# mem_arb2

## src/rtl/mem_arb2.sv

```systemverilog
// Two-master round-robin arbiter in front of a single-port synchronous memory.
// Accepted requests are registered onto the mem port; read data returns to the issuer.
module mem_arb2 #(
  parameter int unsigned ADDR_WIDTH = 8,
  parameter int unsigned DATA_WIDTH = 8,
  parameter int unsigned RD_LAT     = 1
) (
  input  logic                  i_w_clk,
  input  logic                  i_w_rst_n,
  input  logic                  i_w_en,

  input  logic                  i_w_req0_valid,
  output logic                  o_w_req0_ready,
  input  logic                  i_w_req0_we,
  input  logic [ADDR_WIDTH-1:0] i_w_req0_addr,
  input  logic [DATA_WIDTH-1:0] i_w_req0_wdata,
  output logic                  o_w_rsp0_valid,
  output logic [DATA_WIDTH-1:0] o_w_rsp0_rdata,

  input  logic                  i_w_req1_valid,
  output logic                  o_w_req1_ready,
  input  logic                  i_w_req1_we,
  input  logic [ADDR_WIDTH-1:0] i_w_req1_addr,
  input  logic [DATA_WIDTH-1:0] i_w_req1_wdata,
  output logic                  o_w_rsp1_valid,
  output logic [DATA_WIDTH-1:0] o_w_rsp1_rdata,

  output logic                  o_w_mem_cs,
  output logic                  o_w_mem_we,
  output logic [ADDR_WIDTH-1:0] o_w_mem_addr,
  output logic [DATA_WIDTH-1:0] o_w_mem_wdata,
  input  logic [DATA_WIDTH-1:0] i_w_mem_rdata,

  output logic                  o_w_busy
);

  typedef struct packed {
    logic vld;
    logic id;
    logic rd;
  } tag_t;

  logic grant0, grant1, accept;

  // ptr_q = 0 favours master 0, ptr_q = 1 favours master 1
  logic ptr_q, ptr_d;

  logic                  mem_cs_q, mem_cs_d;
  logic                  mem_we_q, mem_we_d;
  logic                  mem_id_q, mem_id_d;
  logic [ADDR_WIDTH-1:0] mem_addr_q, mem_addr_d;
  logic [DATA_WIDTH-1:0] mem_wdata_q, mem_wdata_d;

  tag_t tag_q [RD_LAT+1];
  tag_t tag_d [RD_LAT+1];

  logic                  rsp0_valid_q, rsp0_valid_d;
  logic                  rsp1_valid_q, rsp1_valid_d;
  logic [DATA_WIDTH-1:0] rsp0_rdata_q, rsp0_rdata_d;
  logic [DATA_WIDTH-1:0] rsp1_rdata_q, rsp1_rdata_d;
  logic                  busy;

  always_comb begin
    grant0 = i_w_en & i_w_req0_valid & (~i_w_req1_valid | ~ptr_q);
    grant1 = i_w_en & i_w_req1_valid & (~i_w_req0_valid |  ptr_q);
    accept = grant0 | grant1;
    // Favour whichever master was not granted on this accept
    ptr_d  = accept ? grant0 : ptr_q;
  end

  always_comb begin
    mem_cs_d    = accept;
    mem_we_d    = 1'b0;
    mem_id_d    = mem_id_q;
    mem_addr_d  = mem_addr_q;
    mem_wdata_d = mem_wdata_q;
    if (grant1) begin
      mem_we_d    = i_w_req1_we;
      mem_id_d    = 1'b1;
      mem_addr_d  = i_w_req1_addr;
      mem_wdata_d = i_w_req1_wdata;
    end else if (grant0) begin
      mem_we_d    = i_w_req0_we;
      mem_id_d    = 1'b0;
      mem_addr_d  = i_w_req0_addr;
      mem_wdata_d = i_w_req0_wdata;
    end
  end

  // Stage 0 tracks the command the mem samples this edge; the last stage lines
  // up with the cycle in which the mem drives its read data.
  always_comb begin
    tag_d[0].vld = mem_cs_q;
    tag_d[0].id  = mem_id_q;
    tag_d[0].rd  = ~mem_we_q;
    for (int i = 1; i <= RD_LAT; i++) begin
      tag_d[i] = tag_q[i-1];
    end
  end

  always_comb begin
    rsp0_valid_d = tag_q[RD_LAT].vld & tag_q[RD_LAT].rd & ~tag_q[RD_LAT].id;
    rsp1_valid_d = tag_q[RD_LAT].vld & tag_q[RD_LAT].rd &  tag_q[RD_LAT].id;
    rsp0_rdata_d = rsp0_valid_d ? i_w_mem_rdata : rsp0_rdata_q;
    rsp1_rdata_d = rsp1_valid_d ? i_w_mem_rdata : rsp1_rdata_q;
  end

  // A read sitting on the mem port counts as in flight as well
  always_comb begin
    busy = mem_cs_q & ~mem_we_q;
    for (int i = 0; i <= RD_LAT; i++) begin
      busy = busy | (tag_q[i].vld & tag_q[i].rd);
    end
  end

  always_ff @(posedge i_w_clk or negedge i_w_rst_n) begin
    if (!i_w_rst_n) begin
      ptr_q        <= 1'b0;
      mem_cs_q     <= 1'b0;
      mem_we_q     <= 1'b0;
      mem_id_q     <= 1'b0;
      mem_addr_q   <= '0;
      mem_wdata_q  <= '0;
      rsp0_valid_q <= 1'b0;
      rsp1_valid_q <= 1'b0;
      rsp0_rdata_q <= '0;
      rsp1_rdata_q <= '0;
      for (int i = 0; i <= RD_LAT; i++) begin
        tag_q[i] <= '0;
      end
    end else begin
      ptr_q        <= ptr_d;
      mem_cs_q     <= mem_cs_d;
      mem_we_q     <= mem_we_d;
      mem_id_q     <= mem_id_d;
      mem_addr_q   <= mem_addr_d;
      mem_wdata_q  <= mem_wdata_d;
      rsp0_valid_q <= rsp0_valid_d;
      rsp1_valid_q <= rsp1_valid_d;
      rsp0_rdata_q <= rsp0_rdata_d;
      rsp1_rdata_q <= rsp1_rdata_d;
      for (int i = 0; i <= RD_LAT; i++) begin
        tag_q[i] <= tag_d[i];
      end
    end
  end

  assign o_w_req0_ready = grant0;
  assign o_w_req1_ready = grant1;
  assign o_w_rsp0_valid = rsp0_valid_q;
  assign o_w_rsp1_valid = rsp1_valid_q;
  assign o_w_rsp0_rdata = rsp0_rdata_q;
  assign o_w_rsp1_rdata = rsp1_rdata_q;
  assign o_w_mem_cs     = mem_cs_q;
  assign o_w_mem_we     = mem_we_q;
  assign o_w_mem_addr   = mem_addr_q;
  assign o_w_mem_wdata  = mem_wdata_q;
  assign o_w_busy       = busy;

endmodule

```

## config.mk

```make
export PLATFORM = sky130hd
export DESIGN_NAME = mem_arb2
export DESIGN_NICKNAME = d
export VERILOG_FILES = /design/src/rtl/mem_arb2.sv
export SDC_FILE = /design/constraint.sdc
export NUM_CORES = 1
export LEC_CHECK = 0
export ABC_AREA = 1
export CAP_MARGIN = 20
export CORE_MARGIN = 5
export CORE_UTILIZATION = 30
export CTS_BUF_LIST = sky130_fd_sc_hd__clkbuf_8
export CTS_CLUSTER_SIZE = 20
export DETAILED_ROUTE_END_ITERATION = 8
export PLACE_DENSITY = 0.65
export SKIP_LAST_GASP = 1
export SLEW_MARGIN = 15
export SYNTH_ARGS = -nofsm -noshare
export SYNTH_HDL_FRONTEND = slang
export SYNTH_SLANG_ARGS = --single-unit
```

## constraint.sdc

```tcl
create_clock -name i_w_clk -period 2.07 [get_ports i_w_clk]
set_clock_uncertainty 0.05 [all_clocks]
set_input_delay 0.5175 -clock i_w_clk [delete_from_list [all_inputs] [get_ports i_w_clk]]
set_output_delay 0.5175 -clock i_w_clk [all_outputs]
set_load 0.01 [all_outputs]
```

# fifo_flops_thr

File: src/rtl/fifo_pkg.sv
// Shared defaults and pointer helper for the flop-based threshold FIFO.
package fifo_pkg;

   localparam int DEF_DEPTH = 8;
   localparam int DEF_BITS  = 16;
   localparam int CNT_W     = $clog2(DEF_DEPTH + 1);

   // Modulo-n increment by explicit compare so non-power-of-2 depths wrap correctly.
   function automatic int unsigned ptr_inc(input int unsigned ptr, input int unsigned n);
      if (ptr == n - 32'd1) begin
         return 32'd0;
      end else begin
         return ptr + 32'd1;
      end
   endfunction

endpackage

File: src/rtl/fifo_mem.sv
// Storage array for the FIFO: one synchronous write port, one asynchronous read port.
module fifo_mem
   import fifo_pkg::*;
#(
   parameter int depth = DEF_DEPTH,
   parameter int bits  = DEF_BITS,
   parameter int aw    = 3
) (
   input  logic            clk,
   input  logic            we,
   input  logic [aw-1:0]   waddr,
   input  logic [bits-1:0] wdata,
   input  logic [aw-1:0]   raddr,
   output logic [bits-1:0] rdata
);

   logic [bits-1:0] mem_q [depth];

   // Contents are intentionally left out of reset; pointers/count define validity.
   always_ff @(posedge clk) begin
      if (we) begin
         mem_q[waddr] <= wdata;
      end
   end

   assign rdata = mem_q[raddr];

endmodule

File: src/rtl/fifo_flops_thr.sv
// Flop-based FIFO with occupancy count, almost-full/empty thresholds,
// sticky overflow/underflow flags and selectable FWFT or registered read.
module fifo_flops_thr
   import fifo_pkg::*;
#(
   parameter int depth            = DEF_DEPTH,
   parameter int bits             = DEF_BITS,
   parameter int almost_full_thr  = 6,
   parameter int almost_empty_thr = 2,
   parameter int fwft             = 1
) (
   input  logic                         clk,
   input  logic                         rst,
   input  logic [bits-1:0]              Din,
   input  logic                         push,
   input  logic                         pop,
   input  logic                         clr_err,
   output logic [bits-1:0]              Dout,
   output logic                         full,
   output logic                         pndng,
   output logic [$clog2(depth+1)-1:0]   count,
   output logic                         almost_full,
   output logic                         almost_empty,
   output logic                         overflow,
   output logic                         underflow
);

   localparam int CW = $clog2(depth + 1);
   localparam int AW = (depth > 1) ? $clog2(depth) : 1;

   if (depth < 2 || almost_full_thr < 1 || almost_full_thr > depth ||
       almost_empty_thr < 0 || almost_empty_thr > depth - 1) begin : g_bad_param
      $error("fifo_flops_thr: illegal depth/threshold parameters");
   end

   logic [AW-1:0]   wr_ptr_q, wr_ptr_d, rd_ptr_q, rd_ptr_d;
   logic [CW-1:0]   count_q, count_d;
   logic            overflow_q, overflow_d, underflow_q, underflow_d;
   logic [bits-1:0] dout_q, dout_d, rdata_s;
   logic            push_acc_s, pop_acc_s;

   fifo_mem #(.depth(depth), .bits(bits), .aw(AW)) u_mem (
      .clk   (clk),
      .we    (push_acc_s),
      .waddr (wr_ptr_q),
      .wdata (Din),
      .raddr (rd_ptr_q),
      .rdata (rdata_s)
   );

   assign full         = (count_q == CW'(depth));
   assign pndng        = (count_q != {CW{1'b0}});
   assign almost_full  = (count_q >= CW'(almost_full_thr));
   assign almost_empty = (count_q <= CW'(almost_empty_thr));
   assign count        = count_q;
   assign overflow     = overflow_q;
   assign underflow    = underflow_q;
   assign Dout         = (fwft != 0) ? (pndng ? rdata_s : {bits{1'b0}}) : dout_q;

   // Accept decisions and next-state for pointers, count, flags and read register.
   always_comb begin
      push_acc_s  = push && (!full || pop);
      pop_acc_s   = pop && pndng;
      wr_ptr_d    = wr_ptr_q;
      rd_ptr_d    = rd_ptr_q;
      count_d     = count_q;
      overflow_d  = overflow_q;
      underflow_d = underflow_q;
      dout_d      = dout_q;

      if (push_acc_s) begin
         wr_ptr_d = AW'(ptr_inc(32'(wr_ptr_q), depth));
      end else begin
         wr_ptr_d = wr_ptr_q;
      end
      if (pop_acc_s) begin
         rd_ptr_d = AW'(ptr_inc(32'(rd_ptr_q), depth));
      end else begin
         rd_ptr_d = rd_ptr_q;
      end

      if (push_acc_s && !pop_acc_s) begin
         count_d = count_q + CW'(1);
      end else if (pop_acc_s && !push_acc_s) begin
         count_d = count_q - CW'(1);
      end else begin
         count_d = count_q;
      end

      // A fresh error in the clearing cycle takes priority over clr_err.
      if (push && full && !pop) begin
         overflow_d = 1'b1;
      end else if (clr_err) begin
         overflow_d = 1'b0;
      end else begin
         overflow_d = overflow_q;
      end
      if (pop && !pndng) begin
         underflow_d = 1'b1;
      end else if (clr_err) begin
         underflow_d = 1'b0;
      end else begin
         underflow_d = underflow_q;
      end

      if (fwft == 0 && pop_acc_s) begin
         dout_d = rdata_s;
      end else begin
         dout_d = dout_q;
      end
   end

   // State registers with synchronous reset.
   always_ff @(posedge clk) begin
      if (rst) begin
         wr_ptr_q    <= {AW{1'b0}};
         rd_ptr_q    <= {AW{1'b0}};
         count_q     <= {CW{1'b0}};
         overflow_q  <= 1'b0;
         underflow_q <= 1'b0;
         dout_q      <= {bits{1'b0}};
      end else begin
         wr_ptr_q    <= wr_ptr_d;
         rd_ptr_q    <= rd_ptr_d;
         count_q     <= count_d;
         overflow_q  <= overflow_d;
         underflow_q <= underflow_d;
         dout_q      <= dout_d;
      end
   end

endmodule

File: config.mk
export PLATFORM = sky130hd
export DESIGN_NAME = fifo_flops_thr
export DESIGN_NICKNAME = d
export VERILOG_FILES = /design/src/rtl/fifo_pkg.sv /design/src/rtl/fifo_mem.sv /design/src/rtl/fifo_flops_thr.sv
export SDC_FILE = /design/constraint.sdc
export NUM_CORES = 1
export LEC_CHECK = 0
export ABC_AREA = 1
export CAP_MARGIN = 5
export CORE_ASPECT_RATIO = 0.8
export CORE_MARGIN = 2
export CORE_UTILIZATION = 40
export CTS_CLUSTER_DIAMETER = 120
export DETAILED_ROUTE_END_ITERATION = 8
export GPL_TIMING_DRIVEN = 0
export PLACE_DENSITY_LB_ADDON = 0.25
export SYNTH_ARGS = -nofsm -noshare
export SYNTH_HDL_FRONTEND = slang
export SYNTH_SLANG_ARGS = --single-unit
File: constraint.sdc
create_clock -name clk -period 5 [get_ports clk]
set_input_delay 1.5 -clock clk [delete_from_list [all_inputs] [get_ports clk]]
set_output_delay 1.5 -clock clk [all_outputs]
set_load 0.02 [all_outputs]
# dot_product_engine

===== src/rtl/npu_pkg.sv =====
// Shared types and sizing helpers for the NPU dot-product datapath.
package npu_pkg;

  typedef enum logic [1:0] {
    IDLE  = 2'd0,
    RUN   = 2'd1,
    DRAIN = 2'd2
  } dot_state_t;

  localparam int NPU_DATA_W  = 8;
  localparam int NPU_VEC_LEN = 32;

  // Full-precision width of a VEC_LEN-term sum of DATA_W x DATA_W products.
  function automatic int dot_acc_w(input int data_w, input int vec_len);
    return 2 * data_w + $clog2(vec_len);
  endfunction

endpackage


===== src/rtl/dot_lane_mult.sv =====
// LANES parallel multipliers with sign/zero extension and an adder tree;
// the lane sum is registered as the partial sum when en is high.
module dot_lane_mult #(
  parameter int DATA_W = 8,
  parameter int LANES  = 1,
  parameter int ACC_W  = 21
) (
  input  logic                         clk,
  input  logic                         rst_n,
  input  logic                         en,
  input  logic                         signed_mode,
  input  logic [LANES-1:0][DATA_W-1:0] a,
  input  logic [LANES-1:0][DATA_W-1:0] b,
  output logic [ACC_W-1:0]             partial
);

  localparam int PROD_W = 2 * DATA_W;

  logic [PROD_W-1:0] sprod;
  logic [PROD_W-1:0] uprod;
  logic [PROD_W-1:0] prod;
  logic [ACC_W-1:0]  lane_sum;

  // Signed and unsigned products only agree modulo 2^DATA_W, so both are formed.
  always_comb begin
    sprod    = '0;
    uprod    = '0;
    prod     = '0;
    lane_sum = '0;
    for (int l = 0; l < LANES; l++) begin
      sprod = $signed({{DATA_W{a[l][DATA_W-1]}}, a[l]}) *
              $signed({{DATA_W{b[l][DATA_W-1]}}, b[l]});
      uprod = {{DATA_W{1'b0}}, a[l]} * {{DATA_W{1'b0}}, b[l]};
      prod  = signed_mode ? sprod : uprod;
      lane_sum = lane_sum +
                 {{(ACC_W-PROD_W){signed_mode & prod[PROD_W-1]}}, prod};
    end
  end

  always_ff @(posedge clk or negedge rst_n) begin
    if (!rst_n) begin
      partial <= '0;
    end else if (en) begin
      partial <= lane_sum;
    end
  end

endmodule


===== src/rtl/dot_product_engine.sv =====
// Multi-cycle dot product over VEC_LEN elements, LANES products per cycle,
// with optional accumulation onto the previous result for tiled rows.
module dot_product_engine
  import npu_pkg::*;
#(
  parameter int DATA_W  = NPU_DATA_W,
  parameter int VEC_LEN = NPU_VEC_LEN,
  parameter int LANES   = 1,
  parameter int ACC_W   = dot_acc_w(DATA_W, VEC_LEN)
) (
  input  logic                           clk,
  input  logic                           rst_n,
  input  logic                           start,
  input  logic                           signed_mode,
  input  logic                           accum,
  input  logic [0:VEC_LEN-1][DATA_W-1:0] a,
  input  logic [0:VEC_LEN-1][DATA_W-1:0] b,
  output logic [ACC_W-1:0]               result,
  output logic                           busy,
  output logic                           done
);

  localparam int STEPS = VEC_LEN / LANES;
  localparam int IDX_W = $clog2(STEPS) + 1;
  localparam logic [IDX_W-1:0] LAST_IDX = IDX_W'(STEPS - 1);

  dot_state_t                     state;
  logic [IDX_W-1:0]               index;
  logic [0:VEC_LEN-1][DATA_W-1:0] a_q;
  logic [0:VEC_LEN-1][DATA_W-1:0] b_q;
  logic                           sgn_q;
  logic [ACC_W-1:0]               acc;
  logic [ACC_W-1:0]               partial;
  logic [LANES-1:0][DATA_W-1:0]   lane_a;
  logic [LANES-1:0][DATA_W-1:0]   lane_b;

  always_comb begin
    lane_a = '0;
    lane_b = '0;
    if (state == RUN) begin
      for (int l = 0; l < LANES; l++) begin
        lane_a[l] = a_q[int'(index) * LANES + l];
        lane_b[l] = b_q[int'(index) * LANES + l];
      end
    end
  end

  dot_lane_mult #(
    .DATA_W (DATA_W),
    .LANES  (LANES),
    .ACC_W  (ACC_W)
  ) u_lane_mult (
    .clk         (clk),
    .rst_n       (rst_n),
    .en          (state == RUN),
    .signed_mode (sgn_q),
    .a           (lane_a),
    .b           (lane_b),
    .partial     (partial)
  );

  always_ff @(posedge clk or negedge rst_n) begin
    if (!rst_n) begin
      state  <= IDLE;
      index  <= '0;
      a_q    <= '0;
      b_q    <= '0;
      sgn_q  <= 1'b0;
      acc    <= '0;
      result <= '0;
      busy   <= 1'b0;
      done   <= 1'b0;
    end else begin
      done <= 1'b0;
      case (state)
        IDLE: begin
          if (start) begin
            a_q   <= a;
            b_q   <= b;
            sgn_q <= signed_mode;
            index <= '0;
            busy  <= 1'b1;
            acc   <= accum ? result : '0;
            state <= RUN;
          end
        end
        RUN: begin
          // The partial registered on the first RUN edge is not valid until the next.
          if (index != '0) begin
            acc <= acc + partial;
          end
          index <= index + 1'b1;
          if (index == LAST_IDX) begin
            state <= DRAIN;
          end
        end
        DRAIN: begin
          result <= acc + partial;
          done   <= 1'b1;
          busy   <= 1'b0;
          index  <= '0;
          state  <= IDLE;
        end
        default: state <= IDLE;
      endcase
    end
  end

endmodule


===== config.mk =====
export PLATFORM = sky130hd
export DESIGN_NAME = dot_product_engine
export DESIGN_NICKNAME = d
export VERILOG_FILES = /design/src/rtl/npu_pkg.sv /design/src/rtl/dot_lane_mult.sv /design/src/rtl/dot_product_engine.sv
export SDC_FILE = /design/constraint.sdc
export NUM_CORES = 1
export LEC_CHECK = 0
export CAP_MARGIN = 20
export CORE_MARGIN = 2
export CORE_UTILIZATION = 50
export DETAILED_ROUTE_END_ITERATION = 8
export PLACE_DENSITY = 0.76
export SLEW_MARGIN = 0
export SYNTH_ARGS = -nofsm -noshare
export SYNTH_HDL_FRONTEND = slang
export SYNTH_SLANG_ARGS = --single-unit

===== constraint.sdc =====
create_clock -name clk -period 13.14 [get_ports clk]
set_input_delay 2.628 -clock clk [delete_from_list [all_inputs] [get_ports clk]]
set_output_delay 2.628 -clock clk [all_outputs]
set_load 0.02 [all_outputs]

# motoro3_ramp_ctrl_flat

`src/rtl/motoro3_ramp_ctrl_pkg.sv`:
```
// Shared state encoding, default speed-code limits and code helpers
// for the motoro3 ramp controller.
package motoro3_pkg;

   localparam int CODE_W = 10;

   typedef enum logic [2:0] {
      ST_IDLE  = 3'd0,
      ST_ACCEL = 3'd1,
      ST_RUN   = 3'd2,
      ST_DECEL = 3'd3,
      ST_PAUSE = 3'd4
   } state_e;

   localparam logic [CODE_W-1:0] CODE_MIN_DEF  = 10'd1000;
   localparam logic [CODE_W-1:0] CODE_MAX_DEF  = 10'd1023;
   localparam logic [CODE_W-1:0] REST_CODE_DEF = 10'd1023;

   function automatic logic [CODE_W-1:0] clamp_code(input logic [CODE_W-1:0] code,
                                                    input logic [CODE_W-1:0] lo,
                                                    input logic [CODE_W-1:0] hi);
      logic [CODE_W-1:0] r;
      if (code < lo) begin
         r = lo;
      end else if (code > hi) begin
         r = hi;
      end else begin
         r = code;
      end
      return r;
   endfunction

   // One code toward the goal, or hold when already there.
   function automatic logic [CODE_W-1:0] step_toward(input logic [CODE_W-1:0] cur,
                                                     input logic [CODE_W-1:0] goal);
      logic [CODE_W-1:0] r;
      if (cur < goal) begin
         r = cur + 10'd1;
      end else if (cur > goal) begin
         r = cur - 10'd1;
      end else begin
         r = cur;
      end
      return r;
   endfunction

endpackage

```
`src/rtl/motoro3_ramp_ctrl_if.sv`:
```
// Command channel of the ramp controller: valid/ready plus run/dir/code payload.
interface motoro3_ramp_ctrl_if;
   import motoro3_pkg::*;

   logic              cmd_valid;
   logic              cmd_ready;
   logic              cmd_run;
   logic              cmd_dir;
   logic [CODE_W-1:0] cmd_code;

   modport master (output cmd_valid, output cmd_run, output cmd_dir, output cmd_code,
                   input  cmd_ready);
   modport slave  (input  cmd_valid, input  cmd_run, input  cmd_dir, input  cmd_code,
                   output cmd_ready);
endinterface

```
`src/rtl/motoro3_ramp_ctrl_step_tick.sv`:
```
// Ramp-rate divider: one-cycle tick every DIV clocks, restarted by clr_i.
module motoro3_step_tick
   import motoro3_pkg::*;
#(
   parameter int DIV   = 1000,
   parameter int CNT_W = 16
) (
   input  logic clk,
   input  logic rst,
   input  logic clr_i,
   output logic tick_o
);

   localparam logic [CNT_W-1:0] LAST = CNT_W'(DIV - 1);

   logic [CNT_W-1:0] cnt_q;
   logic [CNT_W-1:0] cnt_d;

   // Next count: wrap at LAST, restart on clear.
   always_comb begin
      cnt_d = cnt_q;
      if (clr_i || (cnt_q == LAST)) begin
         cnt_d = '0;
      end else begin
         cnt_d = cnt_q + CNT_W'(1);
      end
   end

   // Counter register.
   always_ff @(posedge clk) begin
      if (rst) begin
         cnt_q <= '0;
      end else begin
         cnt_q <= cnt_d;
      end
   end

   assign tick_o = (cnt_q == LAST);

endmodule

```
`src/rtl/motoro3_ramp_ctrl.sv`:
```
// Speed/direction sequencer for the 3-phase motor top: ramps m3freq toward the
// commanded code and only reverses after a decel to rest and a dead pause.
module motoro3_ramp_ctrl
   import motoro3_pkg::*;
#(
   parameter logic [CODE_W-1:0] CODE_MIN  = CODE_MIN_DEF,
   parameter logic [CODE_W-1:0] CODE_MAX  = CODE_MAX_DEF,
   parameter logic [CODE_W-1:0] REST_CODE = REST_CODE_DEF,
   parameter int                STEP_DIV  = 1000,
   parameter int                PAUSE_CYC = 10000,
   parameter int                CNT_W     = 16
) (
   input  logic              clk,
   input  logic              rst,
   motoro3_ramp_ctrl_if.slave cmd,
   input  logic              fault,
   input  logic              fault_clr,
   output logic              m3start,
   output logic              m3invOrStop,
   output logic [CODE_W-1:0] m3freq,
   output logic              at_speed,
   output logic              busy,
   output logic              fault_latched,
   output logic [2:0]        state_o
);

   state_e            state_q, state_d;
   logic              run_q, run_d, dir_q, dir_d;
   logic [CODE_W-1:0] tgt_q, tgt_d, freq_q, freq_d;
   logic              start_q, start_d, inv_q, inv_d, flt_q, flt_d;
   logic [CNT_W-1:0]  pause_q, pause_d;
   logic              ready_s, accept_s, tick_s, clr_s;
   logic [CODE_W-1:0] accel_next_s, decel_next_s;

   assign ready_s  = !rst && !flt_q && !fault &&
                     ((state_q == ST_IDLE) || (state_q == ST_ACCEL) || (state_q == ST_RUN));
   assign accept_s = cmd.cmd_valid && ready_s;
   assign cmd.cmd_ready = ready_s;

   // Any state change restarts the step divider so the first step lands STEP_DIV clocks in.
   assign clr_s = (state_d != state_q);

   motoro3_step_tick #(.DIV(STEP_DIV), .CNT_W(CNT_W)) u_tick (
      .clk    (clk),
      .rst    (rst),
      .clr_i  (clr_s),
      .tick_o (tick_s)
   );

   assign accel_next_s = tick_s ? step_toward(freq_q, tgt_q) : freq_q;
   assign decel_next_s = tick_s ? step_toward(freq_q, REST_CODE) : freq_q;

   // Command capture, fault latch and sequencer next state.
   always_comb begin
      state_d = state_q;
      run_d   = run_q;
      dir_d   = dir_q;
      tgt_d   = tgt_q;
      freq_d  = freq_q;
      start_d = start_q;
      inv_d   = inv_q;
      pause_d = pause_q;
      flt_d   = flt_q;

      if (accept_s) begin
         run_d = cmd.cmd_run;
         dir_d = cmd.cmd_dir;
         tgt_d = clamp_code(cmd.cmd_code, CODE_MIN, CODE_MAX);
      end else begin
         tgt_d = tgt_q;
      end

      if (fault) begin
         flt_d = 1'b1;
      end else if (fault_clr) begin
         flt_d = 1'b0;
      end else begin
         flt_d = flt_q;
      end

      if (fault) begin
         state_d = ST_IDLE;
         start_d = 1'b0;
         freq_d  = REST_CODE;
         pause_d = '0;
      end else begin
         case (state_q)
            ST_IDLE: begin
               if (accept_s && cmd.cmd_run) begin
                  start_d = 1'b1;
                  inv_d   = cmd.cmd_dir;
                  freq_d  = REST_CODE;
                  state_d = ST_ACCEL;
               end else begin
                  state_d = ST_IDLE;
               end
            end
            ST_ACCEL: begin
               // Stop or reversal aborts the accel; the direction never flips while energised.
               if (accept_s && (!cmd.cmd_run || (cmd.cmd_dir != inv_q))) begin
                  state_d = ST_DECEL;
               end else begin
                  freq_d = accel_next_s;
                  if (!accept_s && (accel_next_s == tgt_q)) begin
                     state_d = ST_RUN;
                  end else begin
                     state_d = ST_ACCEL;
                  end
               end
            end
            ST_RUN: begin
               if (accept_s && cmd.cmd_run && (cmd.cmd_dir == inv_q)) begin
                  state_d = ST_ACCEL;
               end else if (accept_s) begin
                  state_d = ST_DECEL;
               end else begin
                  state_d = ST_RUN;
               end
            end
            ST_DECEL: begin
               freq_d = decel_next_s;
               if (decel_next_s == REST_CODE) begin
                  start_d = 1'b0;
                  pause_d = '0;
                  state_d = run_q ? ST_PAUSE : ST_IDLE;
               end else begin
                  state_d = ST_DECEL;
               end
            end
            ST_PAUSE: begin
               if (pause_q == CNT_W'(PAUSE_CYC - 1)) begin
                  start_d = 1'b1;
                  inv_d   = dir_q;
                  freq_d  = REST_CODE;
                  pause_d = '0;
                  state_d = ST_ACCEL;
               end else begin
                  pause_d = pause_q + CNT_W'(1);
                  state_d = ST_PAUSE;
               end
            end
            default: begin
               state_d = ST_IDLE;
               start_d = 1'b0;
               freq_d  = REST_CODE;
               pause_d = '0;
            end
         endcase
      end
   end

   // State and output registers.
   always_ff @(posedge clk) begin
      if (rst) begin
         state_q <= ST_IDLE;
         run_q   <= 1'b0;
         dir_q   <= 1'b0;
         tgt_q   <= REST_CODE;
         freq_q  <= REST_CODE;
         start_q <= 1'b0;
         inv_q   <= 1'b0;
         pause_q <= '0;
         flt_q   <= 1'b0;
      end else begin
         state_q <= state_d;
         run_q   <= run_d;
         dir_q   <= dir_d;
         tgt_q   <= tgt_d;
         freq_q  <= freq_d;
         start_q <= start_d;
         inv_q   <= inv_d;
         pause_q <= pause_d;
         flt_q   <= flt_d;
      end
   end

   assign m3start       = start_q;
   assign m3invOrStop   = inv_q;
   assign m3freq        = freq_q;
   assign at_speed      = (state_q == ST_RUN);
   assign busy          = (state_q != ST_IDLE);
   assign fault_latched = flt_q;
   assign state_o       = state_q;

endmodule

```
`src/flat_wrapper.sv`:
```
// flat-port wrapper written by rule: the top's interface ports become plain ports
module motoro3_ramp_ctrl_flat import motoro3_pkg::*;
#(
   parameter logic [CODE_W-1:0] CODE_MIN  = CODE_MIN_DEF,
   parameter logic [CODE_W-1:0] CODE_MAX  = CODE_MAX_DEF,
   parameter logic [CODE_W-1:0] REST_CODE = REST_CODE_DEF,
   parameter int                STEP_DIV  = 1000,
   parameter int                PAUSE_CYC = 10000,
   parameter int                CNT_W     = 16
)
  (clk, rst, fault, fault_clr, m3start, m3invOrStop, m3freq, at_speed, busy, fault_latched, state_o, cmd_cmd_valid, cmd_cmd_run, cmd_cmd_dir, cmd_cmd_code, cmd_cmd_ready);
  motoro3_ramp_ctrl_if cmd_i ();
  input  logic clk;
  input  logic rst;
  input  logic fault;
  input  logic fault_clr;
  output logic m3start;
  output logic m3invOrStop;
  output logic [CODE_W-1:0] m3freq;
  output logic at_speed;
  output logic busy;
  output logic fault_latched;
  output logic [2:0] state_o;
  input wire logic [$bits(cmd_i.cmd_valid)-1:0] cmd_cmd_valid;
  input wire logic [$bits(cmd_i.cmd_run)-1:0] cmd_cmd_run;
  input wire logic [$bits(cmd_i.cmd_dir)-1:0] cmd_cmd_dir;
  input wire logic [$bits(cmd_i.cmd_code)-1:0] cmd_cmd_code;
  output wire logic [$bits(cmd_i.cmd_ready)-1:0] cmd_cmd_ready;
  assign cmd_i.cmd_valid = cmd_cmd_valid;
  assign cmd_i.cmd_run = cmd_cmd_run;
  assign cmd_i.cmd_dir = cmd_cmd_dir;
  assign cmd_i.cmd_code = cmd_cmd_code;
  assign cmd_cmd_ready = cmd_i.cmd_ready;
  motoro3_ramp_ctrl #(.CODE_MIN(CODE_MIN), .CODE_MAX(CODE_MAX), .REST_CODE(REST_CODE), .STEP_DIV(STEP_DIV), .PAUSE_CYC(PAUSE_CYC), .CNT_W(CNT_W)) u_core (.clk(clk), .rst(rst), .cmd(cmd_i), .fault(fault), .fault_clr(fault_clr), .m3start(m3start), .m3invOrStop(m3invOrStop), .m3freq(m3freq), .at_speed(at_speed), .busy(busy), .fault_latched(fault_latched), .state_o(state_o));
endmodule
```
`config.mk`:
```
export PLATFORM = sky130hd
export DESIGN_NAME = motoro3_ramp_ctrl_flat
export DESIGN_NICKNAME = d
export VERILOG_FILES = /design/src/rtl/motoro3_ramp_ctrl_pkg.sv /design/src/rtl/motoro3_ramp_ctrl_if.sv /design/src/rtl/motoro3_ramp_ctrl_step_tick.sv /design/src/rtl/motoro3_ramp_ctrl.sv /design/src/flat_wrapper.sv
export SDC_FILE = /design/constraint.sdc
export NUM_CORES = 1
export LEC_CHECK = 0
export CORE_ASPECT_RATIO = 1.5
export CORE_MARGIN = 3
export CORE_UTILIZATION = 45
export DETAILED_ROUTE_END_ITERATION = 7
export HOLD_SLACK_MARGIN = 0.02
export PLACE_DENSITY = 0.73
export SLEW_MARGIN = 20
export SYNTH_ARGS = -nofsm -noshare
export SYNTH_HDL_FRONTEND = slang
export SYNTH_SLANG_ARGS = --single-unit
```
`constraint.sdc`:
```
create_clock -name clk -period 3.5 [get_ports clk]
set_clock_uncertainty 0.05 [all_clocks]
set_input_delay 0.7 -clock clk [delete_from_list [all_inputs] [get_ports clk]]
set_output_delay 0.7 -clock clk [all_outputs]
set_load 0.02 [all_outputs]
```
### Placed cells, one color a class, mem_arb2

Fill, decap, tap and diode cells in gray.
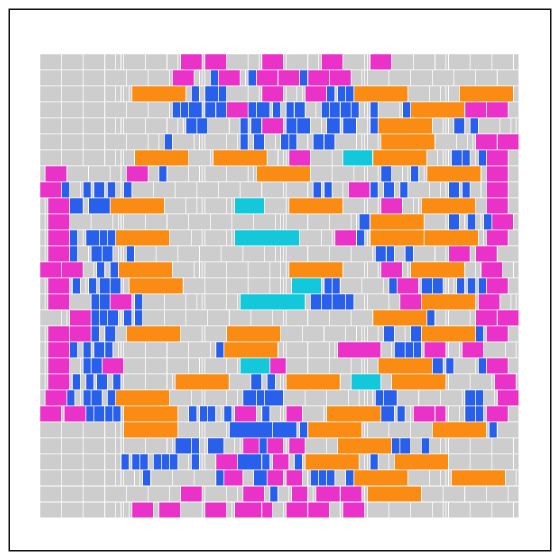
color	class	cells
magenta	remaining buffers and delay cells	95
cyan	clock drivers and dummy loads	7
blue	remaining logic cells	184
orange	registers	44

==> run summary, mem_arb2 <==
impl run done, here's what came out: status=finished, final reports clean, inverters=51, FF-to-FF End=o_w_mem_wdata[7], vias in the first global route=1686, Syn Area/Cell=around 8.5 um^2, synthesis-to-finish area growth=53.9%, Worst Setup EP=o_w_req1_ready, sw frac=26.7%, Clock net power=743 uW, io pins=around 86, post-CTS resize count=8, via count=between 1500 and 2000, register area=1100 um^2, FP Core Util=a little under a third, simple-gate share of the synthesized area=a little over a quarter, Non-clock buffers=95, vias per inst=between 4 and 5, dominant register cell=dfrtp_1, P_seq=1120 uW, Max Used Layer=met4, R2R Path Start=ptr_q, CP max FO=2, critical path class=in2out, Max Slew Vio Count=0, first-pass GRT wire length=roughly 8 mm, maximum clock insertion buffer count=2, # rows=29, met1 WL=between 2 and 2.5 mm, H-Tree Depth=2, Final Hold Fails=0
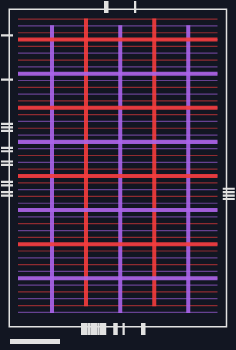
*Floorplan with the power grid, motoro3_ramp_ctrl_flat*
Scale bar: 20 um. Pins as bars on the die edge.
color	net
purple	VSS
red	VDD
met4 straps	5
rows	43
met1 rails	44

==> run summary, motoro3_ramp_ctrl_flat <==
impl run done, here's what came out: Unique cell types=67, status=finished, final reports clean, FP Core Util=46.4%, P_seq=about 700 uW, maximum clock insertion buffer count=2, YS warnings=0, vias per inst=6.29, Clock Buffer Count=11, biggest area cells=dfxtp_1 (28%), nor2_1 (7.0%), xor2_1 (4.9%), cell-internal power=1360 uW, post-DP HPWL=just over 10 mm, largest registers=u_core.pause_q x16, u_core.u_tick.cnt_q x16, Synth flops=about 60, flop share of the area=22.6%, sequential share of power=between 30% and 40%, Hold Path Class=reg2reg, Pwr Density=~340 nW/um^2, clock network area share=5.68%, register share after synthesis=about 28%, ant diodes=0, Pre-antenna DRT Iters=5, gr busiest metal=met2, residual DRC count=0, Total GRT Usage=25.4%, worst vdd ir=323 uV, nets=659, final worst slack=197 ps, post-CTS resize count=0, adder-cell share of the synthesized area=4.05%, combinational power=between 150 and 200 uW, wirelength, routed=13.5 mm, Worst Setup EP=u_core.u_tick.cnt_q[2], Comb area=roughly 2900 um^2, crit end category=register, HP Start=u_core.u_tick.cnt_q[0], Die H=126 um, GR Overflow Total=0, Worst setup SP type=register, worst skew pair latency=between 300 and 400 ps, Cell Count Post-Placement=729, CP max stage delay=450 ps, FF-to-FF End=u_core.u_tick.cnt_q[2], CP Data Required Time=3720 ps, H-Tree Depth=3, Leading cell kind=multi-input combinational cells, Clock net power=889 uW, DIE WIDTH=86.0 um, clock share of power=49.9%, post-route cell area=5310 um^2, DP Area=4990 um^2, flop count=60, Logic pwr share=10.7%, dominant kind of combinational cell=simple AND/OR/NAND/NOR gates, critical path depth=11, FMAX=0.303 GHz, CTS Sinks=60, CP max FO=16, dominant register cell=dfxtp_1, Num CTS Buffers=9, Finished Core Util=57.1%, critical path class=reg2reg, grt met2 use=a little over two fifths, area leader, netlist=dfxtp_1, met1 WL=5.30 mm, hold slack=410 ps, worst hold stages=1, Mapped Cells=579
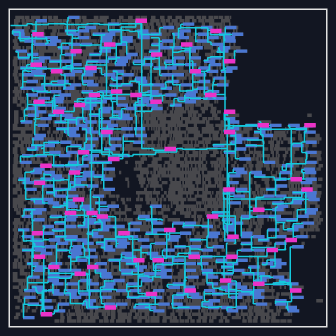
*Clock network drawn from the DEF, dot_product_engine*
[magenta] clock-net drivers | count: 61
[blue] flip-flops | count: 582
[cyan] clock wires | length: 7310 um
flops lie	widely spread
routed clock nets	62

==> run summary, dot_product_engine <==
impl run done, here's what came out: status=finished, final reports clean, final setup TNS=0 ps, DIE WIDTH=255 um, yosys cell count=between 3000 and 4000, clock network area share=5.45%, yosys stat area=31500 um^2, number of well taps=837, hold slack=468 ps, sw frac=44.3%, crit path buf inv count=5, Net Switching=between 5000 and 6000 uW, RSZ-0062 raised after global routing=no, buffer share of cell area=14.4%, slowest cell on the critical path=dfrtp_4, Pwr Density=317 nW/um^2, Worst setup SP type=register, Non-clock buffers=562, H-Tree Depth=2, post-CTS resize count=0, residual DRC count=0, CP Data Required Time=13680 ps, count leader, synth=nand2_1, Rel. slew slack=21.5%, Logic pwr share=63.7%, Syn Nets=4075, cts hold-fix bufs=0, P_seq=2710 uW, endpoints failing setup=0, multi-input gate share of total cell area=about two fifths, layout cells sized above 1=7.72%, Final Hold Fails=0, register share after synthesis=46.3%, Core Region=61900 um^2, Max Slew Vio Count=0, critical path depth=21, area leader, netlist=dfrtp_1, via count=25624, met3 usage in global routing=between 6 and 7%, simple-gate share of the synthesized area=23.1%, Top cells excl fill/tap=nand2_1 (1672), dfrtp_1 (578), clkdlybuf4s50_1 (538), inv_1 (161), mux4_2 (130), WP data arrival=8540 ps, YS warnings=0, wirelength, routed=96.3 mm, Post-synth top cells=nand2_1 (1673), dfrtp_1 (582), inv_1 (161), CP max FO=48, Final Skew=between 70 and 80 ps, flop share of the area=36.9%, worst skew pair latency=roughly 670 ps, Comb area=~15000 um^2, dominant register cell=dfrtp_1, worst reg-to-reg setup slack=a little over 5000 ps, synthesis-to-finish area growth=25.5%, Setup WS pre-CTS=just over 5000 ps, Die H=255 um, Clock Buffer Count=about 83, Synth flops=582, met1 Track Usage GR=approximately 40%, io pins=540, sequential share of power=21.6%, Mux area share=a little under an eighth, setup bufs post-CTS=0
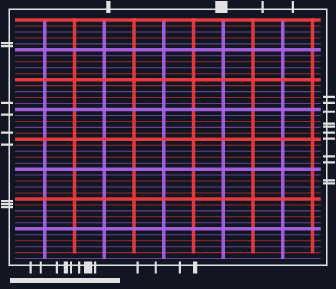
*Floorplan with the power grid, fifo_flops_thr*
Scale bar: 50 um. Pins as bars on the die edge.
color	net
red	VDD
purple	VSS
met4 straps	10
signal pins	47

==> run summary, fifo_flops_thr <==
impl run done, here's what came out: status=finished, final reports clean, critical path depth=6, residual DRC count=0, tally of buffers added on design ports=roughly 46, Leading cell kind=sequential cells, hold slack=between 400 and 500 ps, CP Data Required Time=3500 ps, GR Overflow Total=0, crit path buf inv count=2, combinational power=1440 uW, worst path cell trace=nor2_2, nand2_2, buf_6, nand2_1, nor2_1, clkdlybuf4s50_1, Syn Area/Cell=9.79 um^2, FILL cells=between 1000 and 1500, Largest Register=u_mem.mem_q, total power=4120 uW, antenna-violating nets left=0, buffer share of cell area=9.20%, Max Used Layer=met4, Comb gates=388, vias in the first global route=between 4000 and 5000, post-route cell area=7700 um^2, Net Switching=1410 uW, routed wire length on met2=6.75 mm, Clock net power=1240 uW, Max Slew Vio Count=0, Rel. slew slack=29.7%, Worst path top cell family by delay=buffers and inverters, XORs/XNORs by Area=0.139%, DP Area=7120 um^2, sw frac=between 30% and 40%, yosys cell count=642, register share after synthesis=65.9%, maximum clock insertion buffer count=2, fin cells=roughly 940, io pins=between 40 and 50, Clock Buffer Count=19, first-pass GRT wire length=21.9 mm, Non-clock buffers=~76, cell-internal power=2710 uW, endpoints failing setup=0, worst skew pair latency=420 ps, dominant kind of combinational cell=simple AND/OR/NAND/NOR gates, CP max stage delay=around 630 ps, clock network area share=7.53%, Pwr Density=536 nW/um^2


==> layout pictures side by side <==
Metal layers overlaid.
shot_01.png
Scale bar: 50 um. Only two layers are drawn.
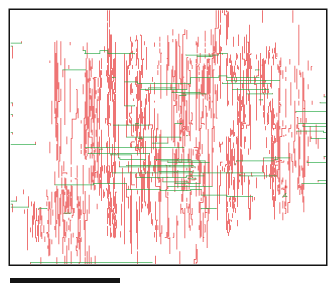
shot_02.png
Scale bar: 20 um. Only two layers are drawn.
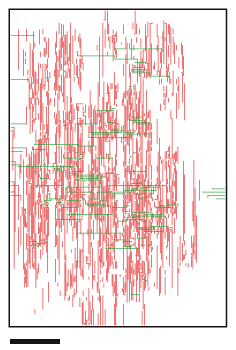
shot_03.png
Scale bar: 20 um. Only two layers are drawn.
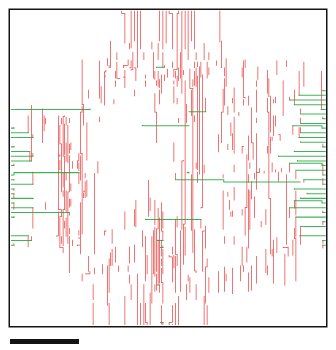
shot_04.png
Scale bar: 100 um. Only two layers are drawn.
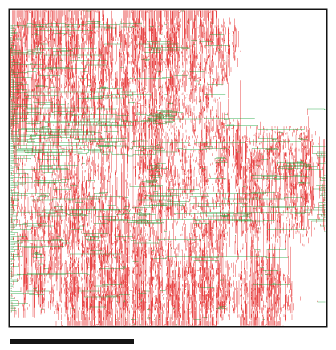
Of these, smallest die: shot_03.png
Of these, least wire: shot_03.png
shot_02.png -> motoro3_ramp_ctrl_flat
shot_01.png -> fifo_flops_thr
shot_04.png -> dot_product_engine
shot_03.png -> mem_arb2

Power figures rest on the tool's default switching activity, not on a simulated workload.
